==================== clk_sel_ctrl
### Sequential cells coloured by netlist name, clk_sel_ctrl

Other sequential cells in the stronger grey, the rest of the logic in the fainter grey.
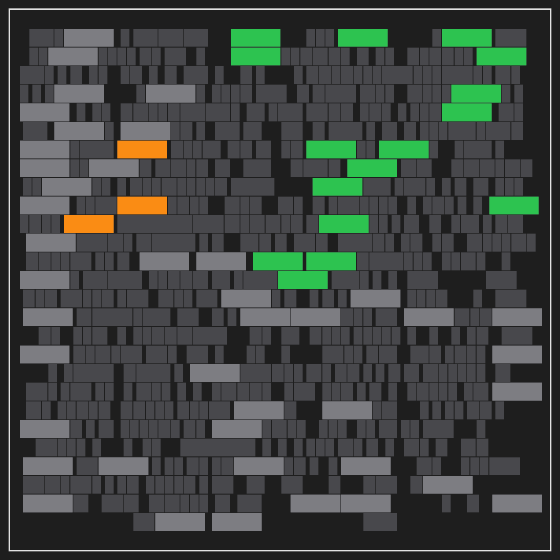

==> config.mk <==
export PLATFORM = sky130hd
export DESIGN_NAME = clk_sel_ctrl
export DESIGN_NICKNAME = d
export VERILOG_FILES = /design/src/rtl/clk_ctrl_pkg.sv /design/src/rtl/hb_sync.sv /design/src/rtl/clk_sel_ctrl.sv
export SDC_FILE = /design/constraint.sdc
export NUM_CORES = 1
export LEC_CHECK = 0
export ABC_AREA = 1
export CORE_UTILIZATION = 69
export CTS_BUF_LIST = sky130_fd_sc_hd__clkbuf_8
export DETAILED_ROUTE_END_ITERATION = 7
export PLACE_DENSITY = 0.9
export SYNTH_ARGS = -nofsm -noshare
export SYNTH_HDL_FRONTEND = slang
export SYNTH_SLANG_ARGS = --single-unit
==> constraint.sdc <==
create_clock -name i_clk -period 4.6 [get_ports i_clk]
set_input_delay 0.92 -clock i_clk [delete_from_list [all_inputs] [get_ports i_clk]]
set_output_delay 0.92 -clock i_clk [all_outputs]
set_load 0.02 [all_outputs]
==> src/rtl/clk_ctrl_pkg.sv <==
// rtl/clk_ctrl_pkg.sv - shared FSM encoding, default timing constants and counter helper
//
// Contents:
//   state_t            controller FSM states
//   DEF_SETTLE_CYCLES  default select settle time in i_clk cycles
//   DEF_HB_EDGES       default heartbeat edges needed to confirm the target clock
//   DEF_HB_TIMEOUT     default i_clk cycles allowed in CHECK
//   cnt_t / sat_inc    16-bit counter type and saturating increment
package clk_ctrl_pkg;

  localparam int unsigned DEF_SETTLE_CYCLES = 16;
  localparam int unsigned DEF_HB_EDGES      = 4;
  localparam int unsigned DEF_HB_TIMEOUT    = 64;
  localparam int unsigned CNT_W             = 16;

  typedef logic [CNT_W-1:0] cnt_t;

  typedef enum logic [2:0] {
    ST_IDLE   = 3'd0,
    ST_SWITCH = 3'd1,
    ST_CHECK  = 3'd2,
    ST_REVERT = 3'd3,
    ST_DONE   = 3'd4
  } state_t;

  // Counters stop at all-ones instead of wrapping back to zero.
  function automatic cnt_t sat_inc(input cnt_t v);
    return (v == '1) ? v : v + cnt_t'(1);
  endfunction

endpackage

==> src/rtl/hb_sync.sv <==
// rtl/hb_sync.sv - heartbeat synchronizer with toggle edge detect
//
// Ports:
//   i_clk    control clock
//   i_reset  synchronous active-high reset
//   i_hb     heartbeat toggle from a foreign clock domain
//   o_edge   one-cycle pulse for every heartbeat transition (rise or fall)
module hb_sync (
  input  logic i_clk,
  input  logic i_reset,
  input  logic i_hb,
  output logic o_edge
);

  logic r_sync1;
  logic r_sync2;
  logic r_sync3;

  // r_sync1/r_sync2 resolve metastability; r_sync3 holds the previous
  // settled value so any change of level shows up as one pulse.
  always_ff @(posedge i_clk) begin
    if (i_reset) begin
      r_sync1 <= 1'b0;
      r_sync2 <= 1'b0;
      r_sync3 <= 1'b0;
    end else begin
      r_sync1 <= i_hb;
      r_sync2 <= r_sync1;
      r_sync3 <= r_sync2;
    end
  end

  assign o_edge = r_sync2 ^ r_sync3;

endmodule

==> src/rtl/clk_sel_ctrl.sv <==
// rtl/clk_sel_ctrl.sv - glitch-free clock switch select controller with heartbeat check and revert
//
// Parameters:
//   SETTLE_CYCLES  i_clk cycles o_sel is held before checking (also revert hold time)
//   HB_EDGES       target heartbeat edges that confirm the new clock runs
//   HB_TIMEOUT     i_clk cycles allowed in CHECK before the switch fails
// Ports:
//   i_clk, i_reset            control clock, synchronous active-high reset
//   i_req_valid, i_req_sel    switch request (sel 0 = clock A, 1 = clock B)
//   o_req_ready               request accepted when i_req_valid && o_req_ready
//   o_sel                     select line to the clock switch
//   i_hb_a, i_hb_b            heartbeat toggles from clock A / clock B domains
//   o_busy                    high whenever the controller is not idle
//   o_done, o_err             single-cycle completion / failure pulses
module clk_sel_ctrl
  import clk_ctrl_pkg::*;
#(
  parameter int unsigned SETTLE_CYCLES = DEF_SETTLE_CYCLES,
  parameter int unsigned HB_EDGES      = DEF_HB_EDGES,
  parameter int unsigned HB_TIMEOUT    = DEF_HB_TIMEOUT
) (
  input  logic i_clk,
  input  logic i_reset,
  input  logic i_req_valid,
  input  logic i_req_sel,
  output logic o_req_ready,
  output logic o_sel,
  input  logic i_hb_a,
  input  logic i_hb_b,
  output logic o_busy,
  output logic o_done,
  output logic o_err
);

  localparam cnt_t SETTLE_C  = cnt_t'(SETTLE_CYCLES);
  localparam cnt_t EDGES_C   = cnt_t'(HB_EDGES);
  localparam cnt_t TIMEOUT_C = cnt_t'(HB_TIMEOUT);

  state_t r_state;
  state_t w_state_nxt;

  logic r_sel;
  logic r_prev_sel;
  logic r_done;
  logic r_err;
  cnt_t r_settle_cnt;
  cnt_t r_edge_cnt;
  cnt_t r_to_cnt;

  logic w_edge_a;
  logic w_edge_b;
  logic w_tgt_edge;
  logic w_accept;
  logic w_same_sel;
  cnt_t w_settle_inc;
  cnt_t w_edge_inc;
  cnt_t w_to_inc;
  logic w_settle_done;
  logic w_hb_ok;
  logic w_to_hit;

  hb_sync u_hb_a (
    .i_clk   (i_clk),
    .i_reset (i_reset),
    .i_hb    (i_hb_a),
    .o_edge  (w_edge_a)
  );

  hb_sync u_hb_b (
    .i_clk   (i_clk),
    .i_reset (i_reset),
    .i_hb    (i_hb_b),
    .o_edge  (w_edge_b)
  );

  // Only the heartbeat of the clock currently selected is evidence that it runs.
  assign w_tgt_edge = r_sel ? w_edge_b : w_edge_a;
  assign w_accept   = i_req_valid & o_req_ready;
  assign w_same_sel = (i_req_sel == r_sel);

  // Conditions look at the incremented value so each phase lasts exactly
  // its configured number of cycles and exits on the cycle it completes.
  assign w_settle_inc  = sat_inc(r_settle_cnt);
  assign w_edge_inc    = w_tgt_edge ? sat_inc(r_edge_cnt) : r_edge_cnt;
  assign w_to_inc      = sat_inc(r_to_cnt);
  assign w_settle_done = (w_settle_inc >= SETTLE_C);
  assign w_hb_ok       = (w_edge_inc >= EDGES_C);
  assign w_to_hit      = (w_to_inc >= TIMEOUT_C);

  // State register
  always_ff @(posedge i_clk) begin
    if (i_reset) begin
      r_state <= ST_IDLE;
    end else begin
      r_state <= w_state_nxt;
    end
  end

  // Next-state logic
  always_comb begin
    w_state_nxt = r_state;
    unique case (r_state)
      ST_IDLE: begin
        if (w_accept) begin
          w_state_nxt = w_same_sel ? ST_DONE : ST_SWITCH;
        end
      end
      ST_SWITCH: begin
        if (w_settle_done) begin
          w_state_nxt = ST_CHECK;
        end
      end
      ST_CHECK: begin
        // Success is tested first so a last-cycle confirmation beats the timeout.
        if (w_hb_ok) begin
          w_state_nxt = ST_DONE;
        end else if (w_to_hit) begin
          w_state_nxt = ST_REVERT;
        end
      end
      ST_REVERT: begin
        if (w_settle_done) begin
          w_state_nxt = ST_IDLE;
        end
      end
      ST_DONE: begin
        w_state_nxt = ST_IDLE;
      end
      default: begin
        w_state_nxt = ST_IDLE;
      end
    endcase
  end

  // Select line, counters and registered pulses
  always_ff @(posedge i_clk) begin
    if (i_reset) begin
      r_sel        <= 1'b0;
      r_prev_sel   <= 1'b0;
      r_done       <= 1'b0;
      r_err        <= 1'b0;
      r_settle_cnt <= '0;
      r_edge_cnt   <= '0;
      r_to_cnt     <= '0;
    end else begin
      r_done <= 1'b0;
      r_err  <= 1'b0;
      unique case (r_state)
        ST_IDLE: begin
          if (w_accept && !w_same_sel) begin
            r_prev_sel   <= r_sel;
            r_sel        <= i_req_sel;
            r_settle_cnt <= '0;
            r_edge_cnt   <= '0;
            r_to_cnt     <= '0;
          end
        end
        ST_SWITCH: begin
          if (w_settle_done) begin
            r_settle_cnt <= '0;
            r_edge_cnt   <= '0;
            r_to_cnt     <= '0;
          end else begin
            r_settle_cnt <= w_settle_inc;
          end
        end
        ST_CHECK: begin
          r_edge_cnt <= w_edge_inc;
          r_to_cnt   <= w_to_inc;
          if (!w_hb_ok && w_to_hit) begin
            // Target never proved alive: fall back to the clock we came from.
            r_sel        <= r_prev_sel;
            r_err        <= 1'b1;
            r_settle_cnt <= '0;
          end
        end
        ST_REVERT: begin
          r_settle_cnt <= w_settle_inc;
        end
        ST_DONE: begin
          r_done <= 1'b1;
        end
        default: begin
          r_settle_cnt <= '0;
        end
      endcase
    end
  end

  // Outputs; ready is masked by reset so no handshake can happen while it is held.
  always_comb begin
    o_req_ready = (r_state == ST_IDLE) && !i_reset;
    o_busy      = (r_state != ST_IDLE);
    o_sel       = r_sel;
    o_done      = r_done;
    o_err       = r_err;
  end

endmodule
==================== winograd_out_transform_flat
$ cat config.mk
export PLATFORM = sky130hd
export DESIGN_NAME = winograd_out_transform_flat
export DESIGN_NICKNAME = d
export VERILOG_FILES = /design/src/rtl/winograd_pkg.sv /design/src/rtl/winograd_out_transform_if.sv /design/src/rtl/wino_at_row.sv /design/src/rtl/winograd_out_transform.sv /design/src/flat_wrapper.sv
export SDC_FILE = /design/constraint.sdc
export NUM_CORES = 2
export LEC_CHECK = 0
export CAP_MARGIN = 10
export CORE_UTILIZATION = 55
export DETAILED_ROUTE_END_ITERATION = 12
export PLACE_DENSITY_LB_ADDON = 0.15
export RECOVER_POWER = 25
export SYNTH_ARGS = -nofsm -noshare
export SYNTH_HDL_FRONTEND = slang
export SYNTH_HIERARCHICAL = 1
export SYNTH_SLANG_ARGS = --single-unit
$ cat constraint.sdc
create_clock -name clk -period 3.3 [get_ports clk]
set_input_delay 0.66 -clock clk [delete_from_list [all_inputs] [get_ports clk]]
set_output_delay 0.66 -clock clk [all_outputs]
set_load 0.005 [all_outputs]
$ cat src/rtl/winograd_pkg.sv
// Shared constants, FSM state type and MSB-first tile indexing helpers
// for the Winograd F(2x2,3x3) output transform.
package winograd_pkg;

  localparam int unsigned TILE_N = 16;
  localparam int unsigned OUT_N  = 4;
  localparam int unsigned ELEM_W = 16;
  localparam int unsigned ACC_W  = 24;
  localparam int unsigned OUT_W  = 26;
  localparam int unsigned CNT_W  = 8;

  typedef enum logic [1:0] {
    ST_ACCUM,
    ST_XF1,
    ST_XF2,
    ST_OUT
  } state_t;

  typedef struct packed {
    logic [1:0] row;
    logic [1:0] col;
  } rc_t;

  function automatic int unsigned pack_idx(input int unsigned r, input int unsigned c);
    return 4 * r + c;
  endfunction

  function automatic rc_t unpack_idx(input int unsigned i);
    rc_t rc;
    rc.row = 2'(i / 4);
    rc.col = 2'(i % 4);
    return rc;
  endfunction

  // Element 0 sits at the MSB end of a packed tile bus.
  function automatic int unsigned elem_lsb(input int unsigned i, input int unsigned w);
    return (TILE_N - 1 - i) * w;
  endfunction

endpackage

$ cat src/rtl/winograd_out_transform_if.sv
// Handshake bundle between the product-tile producer, the output transform
// and the downstream consumer of 2x2 output tiles.
interface winograd_out_transform_if
  import winograd_pkg::*;
#(
  parameter int unsigned ELEM_W = winograd_pkg::ELEM_W,
  parameter int unsigned OUT_W  = winograd_pkg::OUT_W,
  parameter int unsigned CNT_W  = winograd_pkg::CNT_W
) ();

  logic                       in_valid;
  logic                       in_ready;
  logic [TILE_N*ELEM_W-1:0]   in_m;
  logic                       in_last;
  logic                       out_valid;
  logic                       out_ready;
  logic [OUT_N*OUT_W-1:0]     out_y;
  logic [CNT_W-1:0]           out_cnt;
  logic                       out_ovf;

  modport master (
    output in_valid, in_m, in_last, out_ready,
    input  in_ready, out_valid, out_y, out_cnt, out_ovf
  );

  modport slave (
    input  in_valid, in_m, in_last, out_ready,
    output in_ready, out_valid, out_y, out_cnt, out_ovf
  );

endinterface

$ cat src/rtl/wino_at_row.sv
// One-dimensional A^T transform of a 4-vector: p0 = v0+v1+v2, p1 = v1-v2-v3.
module wino_at_row #(
  parameter int unsigned IN_W  = 25,
  parameter int unsigned OUT_W = 27
) (
  input  logic signed [IN_W-1:0]  v0,
  input  logic signed [IN_W-1:0]  v1,
  input  logic signed [IN_W-1:0]  v2,
  input  logic signed [IN_W-1:0]  v3,
  output logic signed [OUT_W-1:0] p0,
  output logic signed [OUT_W-1:0] p1
);

  logic signed [OUT_W-1:0] e0, e1, e2, e3;

  always_comb begin
    e0 = OUT_W'(v0);
    e1 = OUT_W'(v1);
    e2 = OUT_W'(v2);
    e3 = OUT_W'(v3);
    p0 = e0 + e1 + e2;
    p1 = e1 - e2 - e3;
  end

endmodule

$ cat src/rtl/winograd_out_transform.sv
// Channel accumulator bank and two-stage Y = A^T*Acc*A transform producing
// one signed 2x2 output tile per channel group.
module winograd_out_transform
  import winograd_pkg::*;
#(
  parameter int unsigned ELEM_W = winograd_pkg::ELEM_W,
  parameter int unsigned ACC_W  = winograd_pkg::ACC_W,
  parameter int unsigned OUT_W  = winograd_pkg::OUT_W,
  parameter int unsigned CNT_W  = winograd_pkg::CNT_W
) (
  input  logic                      clk,
  input  logic                      rstn,
  winograd_out_transform_if.slave   io
);

  // Internal stages carry enough headroom for saturated accumulators;
  // only the low OUT_W bits are presented on out_y.
  localparam int unsigned T_W = ACC_W + 3;
  localparam int unsigned Y_W = ACC_W + 5;

  state_t                  state, state_next;
  logic [ELEM_W-1:0]       m      [TILE_N];
  logic [ACC_W-1:0]        acc    [TILE_N];
  logic [ACC_W:0]          sum_w  [TILE_N];
  logic [ACC_W-1:0]        acc_nx [TILE_N];
  logic signed [ACC_W:0]   a_s    [TILE_N];
  logic                    sat_any;
  logic [CNT_W-1:0]        cnt;
  logic                    ovf;
  logic                    accept;
  logic signed [T_W-1:0]   t_d [2][4];
  logic signed [T_W-1:0]   t_q [2][4];
  logic signed [Y_W-1:0]   y_d [2][2];

  always_ff @(posedge clk or negedge rstn) begin
    if (!rstn) state <= ST_ACCUM;
    else       state <= state_next;
  end

  always_comb begin
    state_next  = state;
    io.in_ready = 1'b0;
    unique case (state)
      ST_ACCUM: begin
        io.in_ready = 1'b1;
        if (io.in_valid && io.in_last) state_next = ST_XF1;
      end
      ST_XF1:  state_next = ST_XF2;
      ST_XF2:  state_next = ST_OUT;
      ST_OUT:  if (io.out_ready) state_next = ST_ACCUM;
      default: state_next = ST_ACCUM;
    endcase
  end

  assign accept = io.in_valid && io.in_ready;

  always_comb begin
    sat_any = 1'b0;
    for (int unsigned i = 0; i < TILE_N; i++) begin
      m[i]      = io.in_m[elem_lsb(i, ELEM_W) +: ELEM_W];
      sum_w[i]  = {1'b0, acc[i]} + (ACC_W + 1)'(m[i]);
      acc_nx[i] = sum_w[i][ACC_W] ? '1 : sum_w[i][ACC_W-1:0];
      sat_any   = sat_any | sum_w[i][ACC_W];
      a_s[i]    = {1'b0, acc[i]};
    end
  end

  always_ff @(posedge clk or negedge rstn) begin
    if (!rstn) begin
      for (int unsigned i = 0; i < TILE_N; i++) acc[i] <= '0;
      cnt <= '0;
      ovf <= 1'b0;
    end else if (accept) begin
      for (int unsigned i = 0; i < TILE_N; i++) acc[i] <= acc_nx[i];
      cnt <= cnt + 1'b1;
      ovf <= ovf | sat_any;
    end else if (state == ST_XF2) begin
      for (int unsigned i = 0; i < TILE_N; i++) acc[i] <= '0;
      cnt <= '0;
      ovf <= 1'b0;
    end
  end

  for (genvar c = 0; c < 4; c++) begin : g_col
    wino_at_row #(.IN_W(ACC_W + 1), .OUT_W(T_W)) u_col (
      .v0 (a_s[pack_idx(0, c)]),
      .v1 (a_s[pack_idx(1, c)]),
      .v2 (a_s[pack_idx(2, c)]),
      .v3 (a_s[pack_idx(3, c)]),
      .p0 (t_d[0][c]),
      .p1 (t_d[1][c])
    );
  end

  for (genvar r = 0; r < 2; r++) begin : g_row
    wino_at_row #(.IN_W(T_W), .OUT_W(Y_W)) u_row (
      .v0 (t_q[r][0]),
      .v1 (t_q[r][1]),
      .v2 (t_q[r][2]),
      .v3 (t_q[r][3]),
      .p0 (y_d[r][0]),
      .p1 (y_d[r][1])
    );
  end

  always_ff @(posedge clk or negedge rstn) begin
    if (!rstn) begin
      for (int unsigned r = 0; r < 2; r++)
        for (int unsigned c = 0; c < 4; c++) t_q[r][c] <= '0;
      io.out_y     <= '0;
      io.out_cnt   <= '0;
      io.out_ovf   <= 1'b0;
      io.out_valid <= 1'b0;
    end else begin
      if (state == ST_XF1) begin
        for (int unsigned r = 0; r < 2; r++)
          for (int unsigned c = 0; c < 4; c++) t_q[r][c] <= t_d[r][c];
      end
      if (state == ST_XF2) begin
        for (int unsigned r = 0; r < 2; r++)
          for (int unsigned c = 0; c < 2; c++)
            io.out_y[(OUT_N - 1 - (2 * r + c)) * OUT_W +: OUT_W] <= y_d[r][c][OUT_W-1:0];
        io.out_cnt   <= cnt;
        io.out_ovf   <= ovf;
        io.out_valid <= 1'b1;
      end else if (state == ST_OUT && io.out_ready) begin
        io.out_valid <= 1'b0;
      end
    end
  end

endmodule

$ cat src/flat_wrapper.sv
// flat-port wrapper written by rule: the top's interface ports become plain ports
module winograd_out_transform_flat import winograd_pkg::*;
#(
  parameter int unsigned ELEM_W = winograd_pkg::ELEM_W,
  parameter int unsigned ACC_W  = winograd_pkg::ACC_W,
  parameter int unsigned OUT_W  = winograd_pkg::OUT_W,
  parameter int unsigned CNT_W  = winograd_pkg::CNT_W
)
  (clk, rstn, io_in_valid, io_in_m, io_in_last, io_out_ready, io_in_ready, io_out_valid, io_out_y, io_out_cnt, io_out_ovf);
  winograd_out_transform_if #(.ELEM_W(ELEM_W), .OUT_W(OUT_W), .CNT_W(CNT_W)) io_i ();
  input  logic clk;
  input  logic rstn;
  input wire logic [$bits(io_i.in_valid)-1:0] io_in_valid;
  input wire logic [$bits(io_i.in_m)-1:0] io_in_m;
  input wire logic [$bits(io_i.in_last)-1:0] io_in_last;
  input wire logic [$bits(io_i.out_ready)-1:0] io_out_ready;
  output wire logic [$bits(io_i.in_ready)-1:0] io_in_ready;
  output wire logic [$bits(io_i.out_valid)-1:0] io_out_valid;
  output wire logic [$bits(io_i.out_y)-1:0] io_out_y;
  output wire logic [$bits(io_i.out_cnt)-1:0] io_out_cnt;
  output wire logic [$bits(io_i.out_ovf)-1:0] io_out_ovf;
  assign io_i.in_valid = io_in_valid;
  assign io_i.in_m = io_in_m;
  assign io_i.in_last = io_in_last;
  assign io_i.out_ready = io_out_ready;
  assign io_in_ready = io_i.in_ready;
  assign io_out_valid = io_i.out_valid;
  assign io_out_y = io_i.out_y;
  assign io_out_cnt = io_i.out_cnt;
  assign io_out_ovf = io_i.out_ovf;
  winograd_out_transform #(.ELEM_W(ELEM_W), .ACC_W(ACC_W), .OUT_W(OUT_W), .CNT_W(CNT_W)) u_core (.clk(clk), .rstn(rstn), .io(io_i));
endmodule
==================== instr_fetch_queue
[src/rtl/fetch_pkg.sv]
// fetch_pkg: shared types and sizing constants for the instruction fetch queue.
//   FETCH_WIDTH / FETCH_DEPTH : default address/instruction width and ring depth
//   PTR_W                     : ring pointer width (DEPTH is a power of two)
//   CNT_W                     : width of the count / drop counters (0..DEPTH)
//   fetch_entry_t             : one ring slot {pc, instr, filled}
package fetch_pkg;

  localparam int FETCH_WIDTH = 32;
  localparam int FETCH_DEPTH = 2;
  localparam int PTR_W       = $clog2(FETCH_DEPTH);
  localparam int CNT_W       = $clog2(FETCH_DEPTH + 1);

  typedef struct packed {
    logic [FETCH_WIDTH-1:0] pc;
    logic [FETCH_WIDTH-1:0] instr;
    logic                   filled;
  } fetch_entry_t;

endpackage

[src/rtl/instr_fetch_queue.sv]
// instr_fetch_queue: turns accepted PCs into in-order instruction memory
// requests, buffers returned words with their PC in a DEPTH-entry ring and
// hands them to decode. A flush discards everything buffered or in flight.
//
// Ports:
//   clk, rst                       clock; asynchronous active-high reset
//   pc_valid_i, pc_i, pc_ready_o   PC offered / address / accepted this cycle
//   flush_i                        redirect: discard all buffered and in-flight
//   imem_req_valid_o/_ready_i      memory request handshake
//   imem_addr_o                    word-aligned request address
//   imem_rsp_valid_i/_data_i       in-order memory responses (>=1 cycle latency)
//   if_valid_o, if_instr_o, if_pc_o, id_ready_i   head entry to decode
//
// Handshakes: a transfer happens in a cycle where valid and ready are both
// high at the rising edge. The PC handshake and the memory request are the
// same event (pc_ready_o = imem_req_valid_o & imem_req_ready_i). Decode takes
// the head entry when if_valid_o & id_ready_i.
//
// The ring sizing comes from fetch_pkg; WIDTH/DEPTH must match its defaults.
module instr_fetch_queue
  import fetch_pkg::*;
#(
  parameter int WIDTH = FETCH_WIDTH,
  parameter int DEPTH = FETCH_DEPTH
) (
  input  logic             clk,
  input  logic             rst,
  input  logic             pc_valid_i,
  input  logic [WIDTH-1:0] pc_i,
  output logic             pc_ready_o,
  input  logic             flush_i,
  output logic             imem_req_valid_o,
  input  logic             imem_req_ready_i,
  output logic [WIDTH-1:0] imem_addr_o,
  input  logic             imem_rsp_valid_i,
  input  logic [WIDTH-1:0] imem_rsp_data_i,
  output logic             if_valid_o,
  output logic [WIDTH-1:0] if_instr_o,
  output logic [WIDTH-1:0] if_pc_o,
  input  logic             id_ready_i
);

  fetch_entry_t     ring [DEPTH];
  logic [PTR_W-1:0] head;
  logic [PTR_W-1:0] tail;
  logic [PTR_W-1:0] fill_ptr;
  // count: allocated entries; owed: allocated entries still waiting for data;
  // drop_cnt: responses still owed by requests issued before a flush.
  logic [CNT_W-1:0] count;
  logic [CNT_W-1:0] owed;
  logic [CNT_W-1:0] drop_cnt;

  logic [CNT_W:0]   outstanding;
  logic             space;
  logic             issue;
  logic             consume;
  logic             rsp_fill;
  logic             rsp_drop;

  // Registered count only: a slot freed by decode this cycle is not reused
  // until the next cycle. Dropped responses still occupy memory bandwidth,
  // so they count against the outstanding limit too.
  assign outstanding = {1'b0, count} + {1'b0, drop_cnt};
  assign space       = outstanding < (CNT_W+1)'(DEPTH);

  assign imem_req_valid_o = pc_valid_i & space & ~flush_i;
  assign imem_addr_o      = {pc_i[WIDTH-1:2], 2'b00};
  assign issue            = imem_req_valid_o & imem_req_ready_i;
  assign pc_ready_o       = issue;

  assign if_valid_o = ring[head].filled & (count != '0) & ~flush_i;
  assign if_instr_o = ring[head].instr;
  assign if_pc_o    = ring[head].pc;
  assign consume    = if_valid_o & id_ready_i;

  assign rsp_drop = imem_rsp_valid_i & (drop_cnt != '0);
  assign rsp_fill = imem_rsp_valid_i & (drop_cnt == '0);

  always_ff @(posedge clk or posedge rst) begin
    if (rst) begin
      head     <= '0;
      tail     <= '0;
      fill_ptr <= '0;
      count    <= '0;
      owed     <= '0;
      drop_cnt <= '0;
      for (int i = 0; i < DEPTH; i++) begin
        ring[i] <= '0;
      end
    end else if (flush_i) begin
      // Every unfilled allocation becomes a response to throw away; a
      // response arriving right now is one of those owed ones and is
      // discarded on the spot.
      head     <= '0;
      tail     <= '0;
      fill_ptr <= '0;
      count    <= '0;
      owed     <= '0;
      drop_cnt <= drop_cnt + owed - CNT_W'(imem_rsp_valid_i);
      for (int i = 0; i < DEPTH; i++) begin
        ring[i].filled <= 1'b0;
      end
    end else begin
      // issue, fill and consume always touch distinct slots: issue needs a
      // free slot, fill targets an unfilled one, consume a filled one.
      if (issue) begin
        ring[tail].pc     <= pc_i;
        ring[tail].filled <= 1'b0;
        tail              <= tail + 1'b1;
      end
      if (rsp_fill) begin
        ring[fill_ptr].instr  <= imem_rsp_data_i;
        ring[fill_ptr].filled <= 1'b1;
        fill_ptr              <= fill_ptr + 1'b1;
      end
      if (consume) begin
        ring[head].filled <= 1'b0;
        head              <= head + 1'b1;
      end
      count <= count + CNT_W'(issue) - CNT_W'(consume);
      owed  <= owed + CNT_W'(issue) - CNT_W'(rsp_fill);
      if (rsp_drop) begin
        drop_cnt <= drop_cnt - 1'b1;
      end
    end
  end

  // A response must belong either to a pre-flush request or to an allocated
  // entry still waiting for its data.
  rsp_has_owner: assert property (@(posedge clk) disable iff (rst)
    imem_rsp_valid_i |-> ((drop_cnt != '0) || (owed != '0)));

endmodule

[config.mk]
export PLATFORM = sky130hd
export DESIGN_NAME = instr_fetch_queue
export DESIGN_NICKNAME = d
export VERILOG_FILES = /design/src/rtl/fetch_pkg.sv /design/src/rtl/instr_fetch_queue.sv
export SDC_FILE = /design/constraint.sdc
export NUM_CORES = 1
export LEC_CHECK = 0
export CORE_AREA = 2 2 172 106
export DETAILED_ROUTE_END_ITERATION = 16
export DIE_AREA = 0 0 174 108
export PLACE_DENSITY = 0.67
export SLEW_MARGIN = 20
export SYNTH_ARGS = -nofsm -noshare
export SYNTH_HDL_FRONTEND = slang
export SYNTH_SLANG_ARGS = --single-unit
[constraint.sdc]
create_clock -name clk -period 5.12 [get_ports clk]
set_input_delay 1.024 -clock clk [delete_from_list [all_inputs] [get_ports clk]]
set_output_delay 1.024 -clock clk [all_outputs]
set_load 0.05 [all_outputs]
==================== pw_entry_buffer_flat
## src/rtl/pw_entry_buffer_if.sv

```systemverilog
// Keypad-to-checker handshake bundle for pw_entry_buffer.
// The master drives keys and the checker finish level. The slave is the entry buffer.
interface pw_entry_buffer_if #(
  parameter int DIGITS = 4
);
  logic                  key_valid;
  logic [3:0]            key_code;
  logic                  check_finish;
  logic [4*DIGITS-1:0]   code_out;
  logic                  start;
  logic                  busy;
  logic [2:0]            digit_count;
  logic                  entry_error;
  logic                  check_done;

  modport master (
    output key_valid, key_code, check_finish,
    input  code_out, start, busy, digit_count, entry_error, check_done
  );

  modport slave (
    input  key_valid, key_code, check_finish,
    output code_out, start, busy, digit_count, entry_error, check_done
  );
endinterface

```

## src/rtl/pw_entry_buffer.sv

```systemverilog
// Keypad digit collector feeding the password checker: it builds a BCD code, starts the check,
// and waits for a fresh finish edge or a timeout before it accepts the next attempt.
module pw_entry_buffer #(
  parameter int DIGITS       = 4,
  parameter int START_CYCLES = 2,
  parameter int TIMEOUT      = 15
) (
  input  logic               clk,
  input  logic               rst,
  pw_entry_buffer_if.slave   bus
);

  localparam int W   = 4 * DIGITS;
  localparam int SCW = (START_CYCLES > 1) ? $clog2(START_CYCLES) : 1;
  localparam int TCW = $clog2(TIMEOUT);

  localparam logic [2:0]     FULL       = 3'(DIGITS);
  localparam logic [SCW-1:0] START_LAST = SCW'(START_CYCLES - 1);
  localparam logic [TCW-1:0] TO_LAST    = TCW'(TIMEOUT - 1);

  localparam logic [3:0] KEY_BACK  = 4'hA;
  localparam logic [3:0] KEY_CLEAR = 4'hB;
  localparam logic [3:0] KEY_ENTER = 4'hE;

  typedef enum logic [1:0] {
    ST_ENTRY,
    ST_START,
    ST_WAIT
  } state_t;

  state_t           r_state,     w_state;
  logic [W-1:0]     r_buf,       w_buf;
  logic [W-1:0]     r_code,      w_code;
  logic [2:0]       r_count,     w_count;
  logic             r_start,     w_start;
  logic             r_busy,      w_busy;
  logic             r_err,       w_err;
  logic             r_done,      w_done;
  logic [SCW-1:0]   r_start_cnt, w_start_cnt;
  logic [TCW-1:0]   r_to_cnt,    w_to_cnt;
  logic             r_fin_q;
  logic             r_seen_low,  w_seen_low;
  logic             w_complete;

  // A stale high finish from the previous check never produces a rising edge, because seen_low
  // stays clear until the finish input has been sampled low after this start.
  assign w_complete = bus.check_finish & ~r_fin_q & r_seen_low;

  // NOTE: every signal gets its hold/idle value before the case statement, so no path through
  // this block leaves a signal unassigned and no latch is inferred.
  always_comb begin
    w_state     = r_state;
    w_buf       = r_buf;
    w_code      = r_code;
    w_count     = r_count;
    w_start     = r_start;
    w_busy      = r_busy;
    w_err       = 1'b0;
    w_done      = 1'b0;
    w_start_cnt = r_start_cnt;
    w_to_cnt    = r_to_cnt;
    w_seen_low  = r_seen_low | ~bus.check_finish;

    unique case (r_state)
      ST_ENTRY: begin
        w_start = 1'b0;
        w_busy  = 1'b0;
        if (bus.key_valid) begin
          if (bus.key_code <= 4'd9) begin
            if (r_count < FULL) begin
              w_buf   = {r_buf[W-5:0], bus.key_code};
              w_count = r_count + 3'd1;
            end else begin
              w_err = 1'b1;
            end
          end else if (bus.key_code == KEY_BACK) begin
            if (r_count != 3'd0) begin
              w_buf   = r_buf >> 4;
              w_count = r_count - 3'd1;
            end
          end else if (bus.key_code == KEY_CLEAR) begin
            w_buf   = '0;
            w_count = 3'd0;
          end else if (bus.key_code == KEY_ENTER) begin
            if (r_count == FULL) begin
              w_code      = r_buf;
              w_state     = ST_START;
              w_start     = 1'b1;
              w_busy      = 1'b1;
              w_start_cnt = '0;
              w_seen_low  = 1'b0;
            end else begin
              w_err   = 1'b1;
              w_buf   = '0;
              w_count = 3'd0;
            end
          end
        end
      end

      ST_START: begin
        w_busy = 1'b1;
        if (r_start_cnt == START_LAST) begin
          w_state  = ST_WAIT;
          w_start  = 1'b0;
          w_to_cnt = '0;
        end else begin
          w_start_cnt = r_start_cnt + 1'b1;
        end
      end

      ST_WAIT: begin
        w_start = 1'b0;
        w_busy  = 1'b1;
        // Completion is checked before the timeout so that a finish edge always wins.
        if (w_complete || (r_to_cnt == TO_LAST)) begin
          w_done  = w_complete;
          w_err   = ~w_complete;
          w_buf   = '0;
          w_code  = '0;
          w_count = 3'd0;
          w_busy  = 1'b0;
          w_state = ST_ENTRY;
        end else begin
          w_to_cnt = r_to_cnt + 1'b1;
        end
      end

      default: begin
        w_state = ST_ENTRY;
        w_start = 1'b0;
        w_busy  = 1'b0;
      end
    endcase
  end

  // NOTE: state registers use non-blocking assignments, so every register samples the values
  // from before the clock edge, regardless of statement order.
  always_ff @(posedge clk) begin
    if (rst) begin
      r_state     <= ST_ENTRY;
      r_buf       <= '0;
      r_code      <= '0;
      r_count     <= 3'd0;
      r_start     <= 1'b0;
      r_busy      <= 1'b0;
      r_err       <= 1'b0;
      r_done      <= 1'b0;
      r_start_cnt <= '0;
      r_to_cnt    <= '0;
      r_fin_q     <= 1'b0;
      r_seen_low  <= 1'b0;
    end else begin
      r_state     <= w_state;
      r_buf       <= w_buf;
      r_code      <= w_code;
      r_count     <= w_count;
      r_start     <= w_start;
      r_busy      <= w_busy;
      r_err       <= w_err;
      r_done      <= w_done;
      r_start_cnt <= w_start_cnt;
      r_to_cnt    <= w_to_cnt;
      r_fin_q     <= bus.check_finish;
      r_seen_low  <= w_seen_low;
    end
  end

  assign bus.code_out    = r_code;
  assign bus.start       = r_start;
  assign bus.busy        = r_busy;
  assign bus.digit_count = r_count;
  assign bus.entry_error = r_err;
  assign bus.check_done  = r_done;

endmodule

```

## src/flat_wrapper.sv

```systemverilog
// flat-port wrapper written by rule: the top's interface ports become plain ports
module pw_entry_buffer_flat 
#(
  parameter int DIGITS       = 4,
  parameter int START_CYCLES = 2,
  parameter int TIMEOUT      = 15
)
  (clk, rst, bus_key_valid, bus_key_code, bus_check_finish, bus_code_out, bus_start, bus_busy, bus_digit_count, bus_entry_error, bus_check_done);
  pw_entry_buffer_if #(.DIGITS(DIGITS)) bus_i ();
  input  logic clk;
  input  logic rst;
  input wire logic [$bits(bus_i.key_valid)-1:0] bus_key_valid;
  input wire logic [$bits(bus_i.key_code)-1:0] bus_key_code;
  input wire logic [$bits(bus_i.check_finish)-1:0] bus_check_finish;
  output wire logic [$bits(bus_i.code_out)-1:0] bus_code_out;
  output wire logic [$bits(bus_i.start)-1:0] bus_start;
  output wire logic [$bits(bus_i.busy)-1:0] bus_busy;
  output wire logic [$bits(bus_i.digit_count)-1:0] bus_digit_count;
  output wire logic [$bits(bus_i.entry_error)-1:0] bus_entry_error;
  output wire logic [$bits(bus_i.check_done)-1:0] bus_check_done;
  assign bus_i.key_valid = bus_key_valid;
  assign bus_i.key_code = bus_key_code;
  assign bus_i.check_finish = bus_check_finish;
  assign bus_code_out = bus_i.code_out;
  assign bus_start = bus_i.start;
  assign bus_busy = bus_i.busy;
  assign bus_digit_count = bus_i.digit_count;
  assign bus_entry_error = bus_i.entry_error;
  assign bus_check_done = bus_i.check_done;
  pw_entry_buffer #(.DIGITS(DIGITS), .START_CYCLES(START_CYCLES), .TIMEOUT(TIMEOUT)) u_core (.clk(clk), .rst(rst), .bus(bus_i));
endmodule
```

## config.mk

```make
export PLATFORM = sky130hd
export DESIGN_NAME = pw_entry_buffer_flat
export DESIGN_NICKNAME = d
export VERILOG_FILES = /design/src/rtl/pw_entry_buffer_if.sv /design/src/rtl/pw_entry_buffer.sv /design/src/flat_wrapper.sv
export SDC_FILE = /design/constraint.sdc
export NUM_CORES = 1
export LEC_CHECK = 0
export ABC_AREA = 1
export CELL_PAD_IN_SITES_DETAIL_PLACEMENT = 0
export CELL_PAD_IN_SITES_GLOBAL_PLACEMENT = 2
export CORE_MARGIN = 4
export CORE_UTILIZATION = 32
export CTS_CLUSTER_SIZE = 16
export DETAILED_ROUTE_END_ITERATION = 10
export GPL_TIMING_DRIVEN = 0
export PLACE_DENSITY = 0.88
export SYNTH_ARGS = -nofsm -noshare
export SYNTH_HDL_FRONTEND = slang
export SYNTH_SLANG_ARGS = --single-unit
export TNS_END_PERCENT = 20
```

## constraint.sdc

```tcl
create_clock -name clk -period 3.2 [get_ports clk]
set_clock_uncertainty 0.15 [all_clocks]
set_input_delay 0.48 -clock clk [delete_from_list [all_inputs] [get_ports clk]]
set_output_delay 0.48 -clock clk [all_outputs]
set_load 0.01 [all_outputs]
```


==> gallery <==
Port wiring.
shot_01.png
Bar = 20 um.
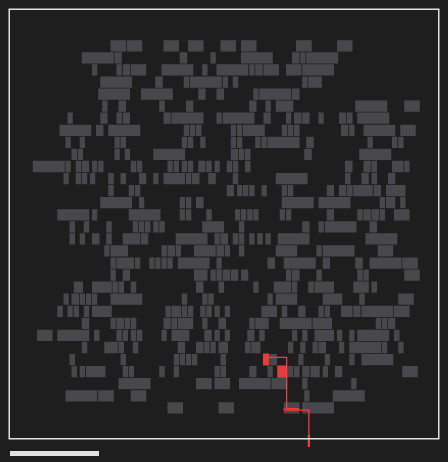
shot_02.png
Bar = 100 um.
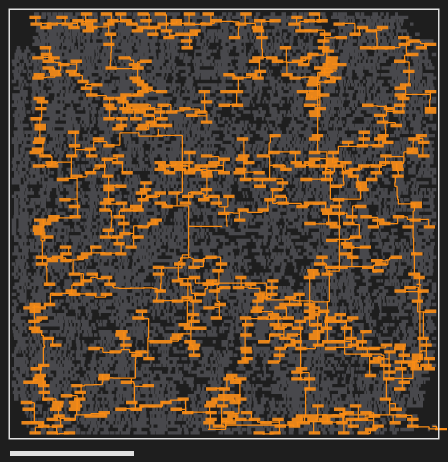
shot_03.png
Bar = 20 um.
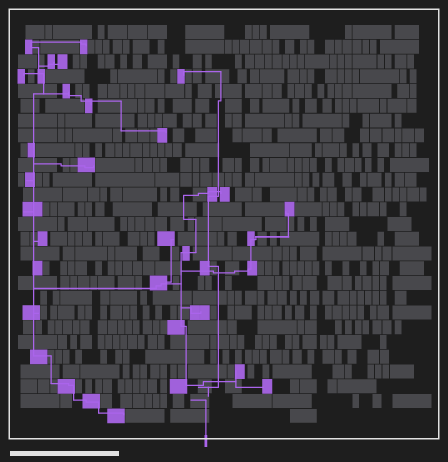
shot_04.png
Bar = 50 um.
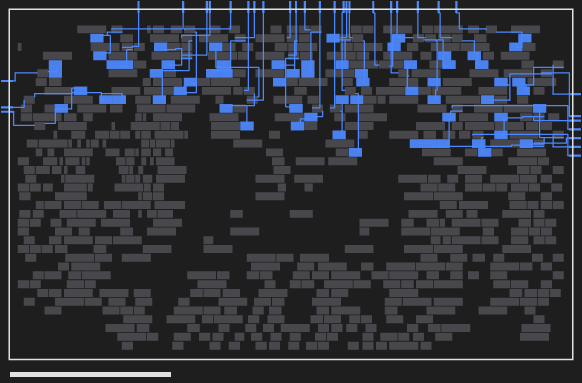
| picture | from |
|---|---|
| shot_01.png | pw_entry_buffer_flat |
| shot_02.png | winograd_out_transform_flat |
| shot_03.png | clk_sel_ctrl |
| shot_04.png | instr_fetch_queue |
Of these, fewest cells: shot_01.png
Of these, largest die: shot_02.png

Key to shot_01.png:
- red: bus_key_valid (direction input; edge bottom; end cells 2; buffers 1; wire 32.8 um)

### Routed clock nets over the placement, pw_entry_buffer_flat

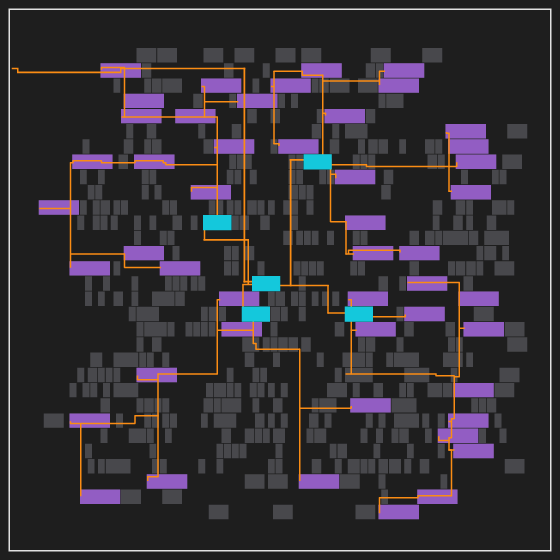
- purple: flip-flops (count 48)
- cyan: cells driving clock nets (count 5)
- orange: clock wires (length 669 um)
- flops lie: all over the die
worst skew pair latency: 300 ps

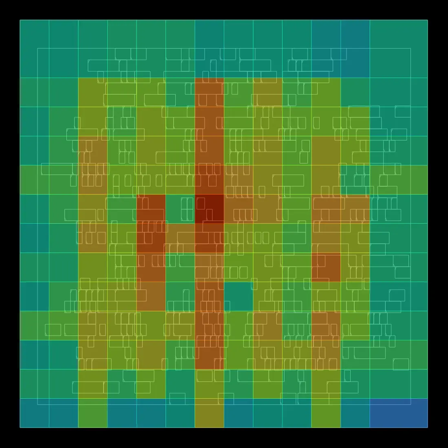
*Routing congestion, pw_entry_buffer_flat*
fraction of met1 tracks used by global routing: 19.07%
met3 Usage GRT: 2.324%
final core utilization: 40.42%

==> run notes, pw_entry_buffer_flat <==
Results of the flow run.

The layout report lists the multi-input gate area as 1303 sq um. In the layout the commonest cells are nand2_1, nor2_1, dfxtp_1. The flow ran to the end, and the final reports show no timing, DRC or antenna violations. Wire segments on met3 add up to 182 um in the final route. The number of pins exceeding their max-slew limit in the final report stands at 0. The final layout report lists a non-clock buffer count of 46. The script parses the final routing iteration and logs DRC violations as 0. For this design, the CTS-stage hold fixing added 0 buffers. Yosys reports the multiplexer fraction of the synthesized area as 0%.

The flow inserted 99 tap cells. Logic depth along the worst register-to-register path is recorded as 7. The critical path starts at u_core.r_state[0]. Clock tree synthesis found a total of 48 sinks. The initial antenna violation count stands at 0. In the synthesized netlist the async set-or-reset flop fraction comes to 0%.
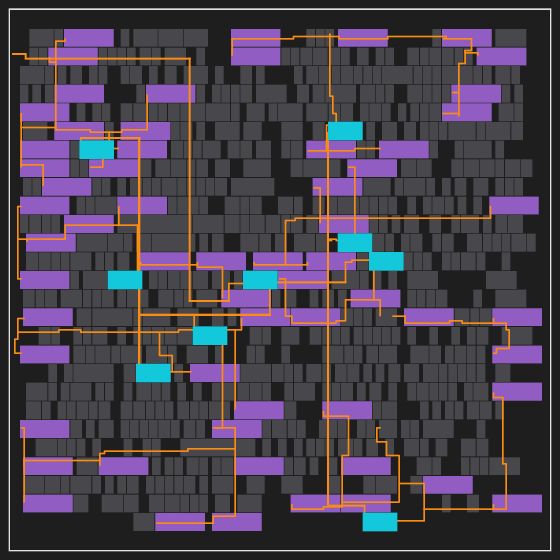
*Routed clock nets over the placement, clk_sel_ctrl*
- orange: clock wires (length 831 um)
- cyan: cells driving clock nets (count 9)
- purple: flip-flops (count 61)
- flops lie: all over the die
worst skew pair latency: 350 ps
Final Skew: 6.311 ps

Notes on 'Sequential cells coloured by netlist name' of clk_sel_ctrl above:
- orange: r_state (placed flops 3)
- green: r_edge_cnt (placed flops 16)
- not coloured: 42

==> run notes, clk_sel_ctrl <==
Results of the flow run.

After layout, the worst setup slack is 1460 ps. According to the floorplan report, the die height is 78.86 um.

In the post-synthesis netlist, the biggest area contributors are dfxtp_1, nand2_1, nand3_1. From left edge to right edge, the die measures 78.86 um. The initial antenna violation count stands at 0.

The layout has 12 buffers outside the clock class. The number of buffers and inverters on the critical path is 2. OpenSTA lists the critical path startpoint as i_reset.

Sequential cells were found to cover 29.96% of the synthesized design area. There are 61 flip-flops and latches. The largest registers in the layout are r_edge_cnt x16, r_settle_cnt x16, r_to_cnt x16. The clock distribution area overhead in the final layout stands at 5.030%. In the hold report, the worst path ends at u_hb_b.r_sync2. The global placer's final weighted congestion stands at 0.9317.

STA reports the tightest min-delay check as being of type flop to flop. The residual overflow from global routing stands at 0. Detailed-route iteration 0 reported a violation count of 422. Per the CTS log, the buffer count on the longest clock path is 2.

The sum of routed wire segments on met1 stands at 4276 um. Per STA, the worst path accumulates the most delay in the family buffers and inverters. The clock tree buffer count of the final layout stands at 9.

In this run, synthesis inferred 0 flip-flops with an integrated enable. The share of synthesized area in the top cell type comes to 29.96%. Signal routing reaches up to met4.

The run finished with clean final reports. The post-synthesis average cell area stands at 6.501 sq um. The number of I/O pins stands at 11. The net total in the final layout stands at 646. The TritonCTS buffer count stands at 9. Cells with a size suffix above 1 make up 14.80% of the layout. The synthesis stats list as the most numerous cell nand2_1. Entering global routing, the biggest net connects 37 pins.

The total number of warnings across the stage logs stands at 26. Post-synth the commonest register cell is dfxtp_1. 480 cells are multi-input combinational gates. The floorplan report lists the tap cell count as 72. The number of standard cells in the layout, taps in and fillers out stands at 714.

The filler cell count stands at 419. In this run, post-CTS repair resized a total of 0 instances. The first global-routing pass estimated 17350 um of wire. The worst hold path begins at u_hb_b.r_sync1. Once the floorplan was initialized, standard cells occupied 72.69% of the core. The library cells used most frequently in the layout, excluding fill and tap cells, are nand2_1, nor2_1, inv_1. For met1 alone, demand over resource in global routing was 41.61%. The via count of the first global-routing pass came to 3967. Yosys reports that the most numerous cell types are nand2_1, nor2_1, inv_1. The met3 wire length stands at 746 um.

The H-tree depth stands at 3. The number of placed instances, taps included, is 698. Looking at the max-slew report, the worst-margin pin has a slew of 649.3 ps.
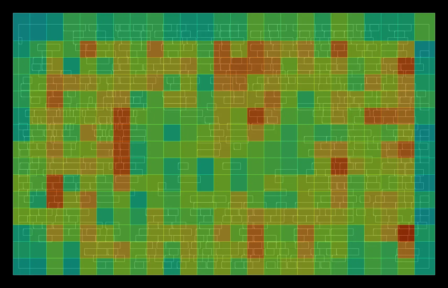
*Routing congestion, instr_fetch_queue*
layer carrying the most global-route usage: met2
fraction of met1 tracks used by global routing: 21.46%
final core utilization: 52.73%
met2 global-route usage: 24.90%
Overall Global Routing Usage: 15.73%

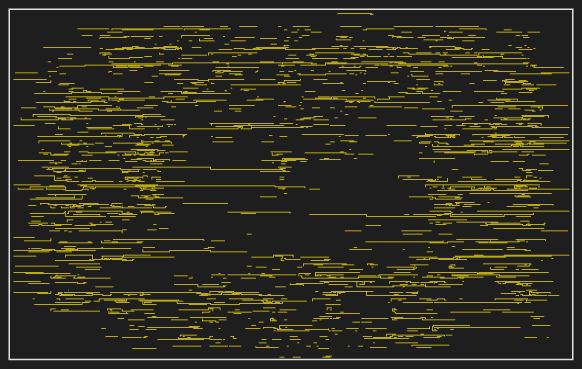
*Metal 1, instr_fetch_queue*
- share of all routed wire: 48%
- nets with wire on the layer: 606
DR vias: 3973
Routed WL: 14270 um

==> run notes, instr_fetch_queue <==
Results of the flow run.

The run finished with clean final reports. The combined flip-flop and latch cell area stands at 3480 sq um. The ratio of final minimum period to clock period stands at 74.76%. The number of flops mapped to enable cells by yosys stands at 0. The critical path in this run is classified as input pin to primary output. The worst setup path is launched from an input pin.

The minimum setup slack in the final design stands at 1292 ps. Yosys reports that the most numerous cell types are dfrtp_1, mux2_2, mux2_4. Looking at the clock tree report, the H-tree level count equals 4. Post-CTS timing repair inserted 0 buffers for setup. The required time at the worst-slack endpoint stands at 4100 ps. Counting only logic cells after layout, the most numerous master is clkdlybuf4s50_1. The critical-path maximum fanout stands at 21. The met3 usage in global routing stands at 3.868%.

The number of buffers and inverters on the critical path is 3. In this run, placement finished with an instance count of 805. The fraction of cell area in sequential cells is reported as 38.73%. Entering global routing, the biggest net connects 75 pins. The post-synthesis register bit count stands at 139. Setup repair after global routing left no endpoint under its margin. Input and output buffers added on the ports amount to 167. The number of logic gates stands at 246. The via count of the first global-routing pass stands at 4350. By instance count, the cell type seen most on the critical path is clkdlybuf4s50_1. The total cell area at the placement stage stands at 8398 sq um. Fill cells in the final layout number 1464. The number of standard cells in the layout, taps in and fillers out stands at 837.

The share of the Yosys chip area taken by registers is 51.17%. The count of inverters not on the clock network in the layout stands at 11. The number of gates resized after CTS was 0.

Per the post-CTS timing run, clock transition at the registers of the reported paths is 60 ps. 0 antenna diodes ended up in the layout. The most critical setup path has its startpoint at flush_i.

The post-synthesis average cell area stands at 15.07 sq um. The count of clock tree sinks stands at 139. The global placer's final weighted congestion stands at 0.7457.

STA classifies the critical path endpoint as a primary output. Before any placement, the netlist area is recorded as 6798 sq um. The number of endpoints failing setup at the final stage stands at 0. The STA report counts the stages on the worst setup path as 4. The post-route clock skew stands at 13.05 ps.

The layout report gives the multi-input gate share of total cell area as 31.56%. The first global-routing pass estimated 23110 um of wire.
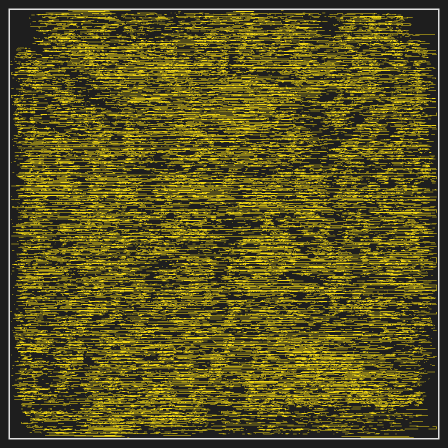
*Metal 1, winograd_out_transform_flat*
- longest straight run: 170 um
- nets with wire on the layer: 8898
DR vias: 59.46k
Routed WL: 225700 um
fraction of met1 tracks used by global routing: 48.77%

==> run notes, winograd_out_transform_flat <==
Results of the flow run.

Per the final report, max-transition violations number 52. At the placement stage, the worst setup path has a slack of -634.6 ps. The run reported a max-capacitance violation count of 1. Across all hold checks on the routed design, the worst slack comes to 504.0 ps.

The floorplan report lists the tap cell count as 1524. In the post-route analysis, the smallest setup slack over all paths is -99.77 ps. The flow ran to the end, but the final reports show violations.

Once iteration 0 of detailed routing completed, the report listed 4805 DRC markers. Non-clock buffers make up 13.85% of the layout cell area.

The final report lists the setup-violating endpoint count as 8. The critical path goes through fa_1 -> fa_2 -> a211oi_2 -> o21bai_1 -> o211ai_1 -> o21a_2 -> o2111ai_2 -> a311oi_2 -> xnor2_2 -> mux2_2. STA classifies the critical path endpoint as a flop. STA shows the worst min-delay path finishing at u_core/io.out_y[2]. The H-tree depth stands at 3. The checks that failed: max-capacitance violations, max-slew violations, negative setup slack.

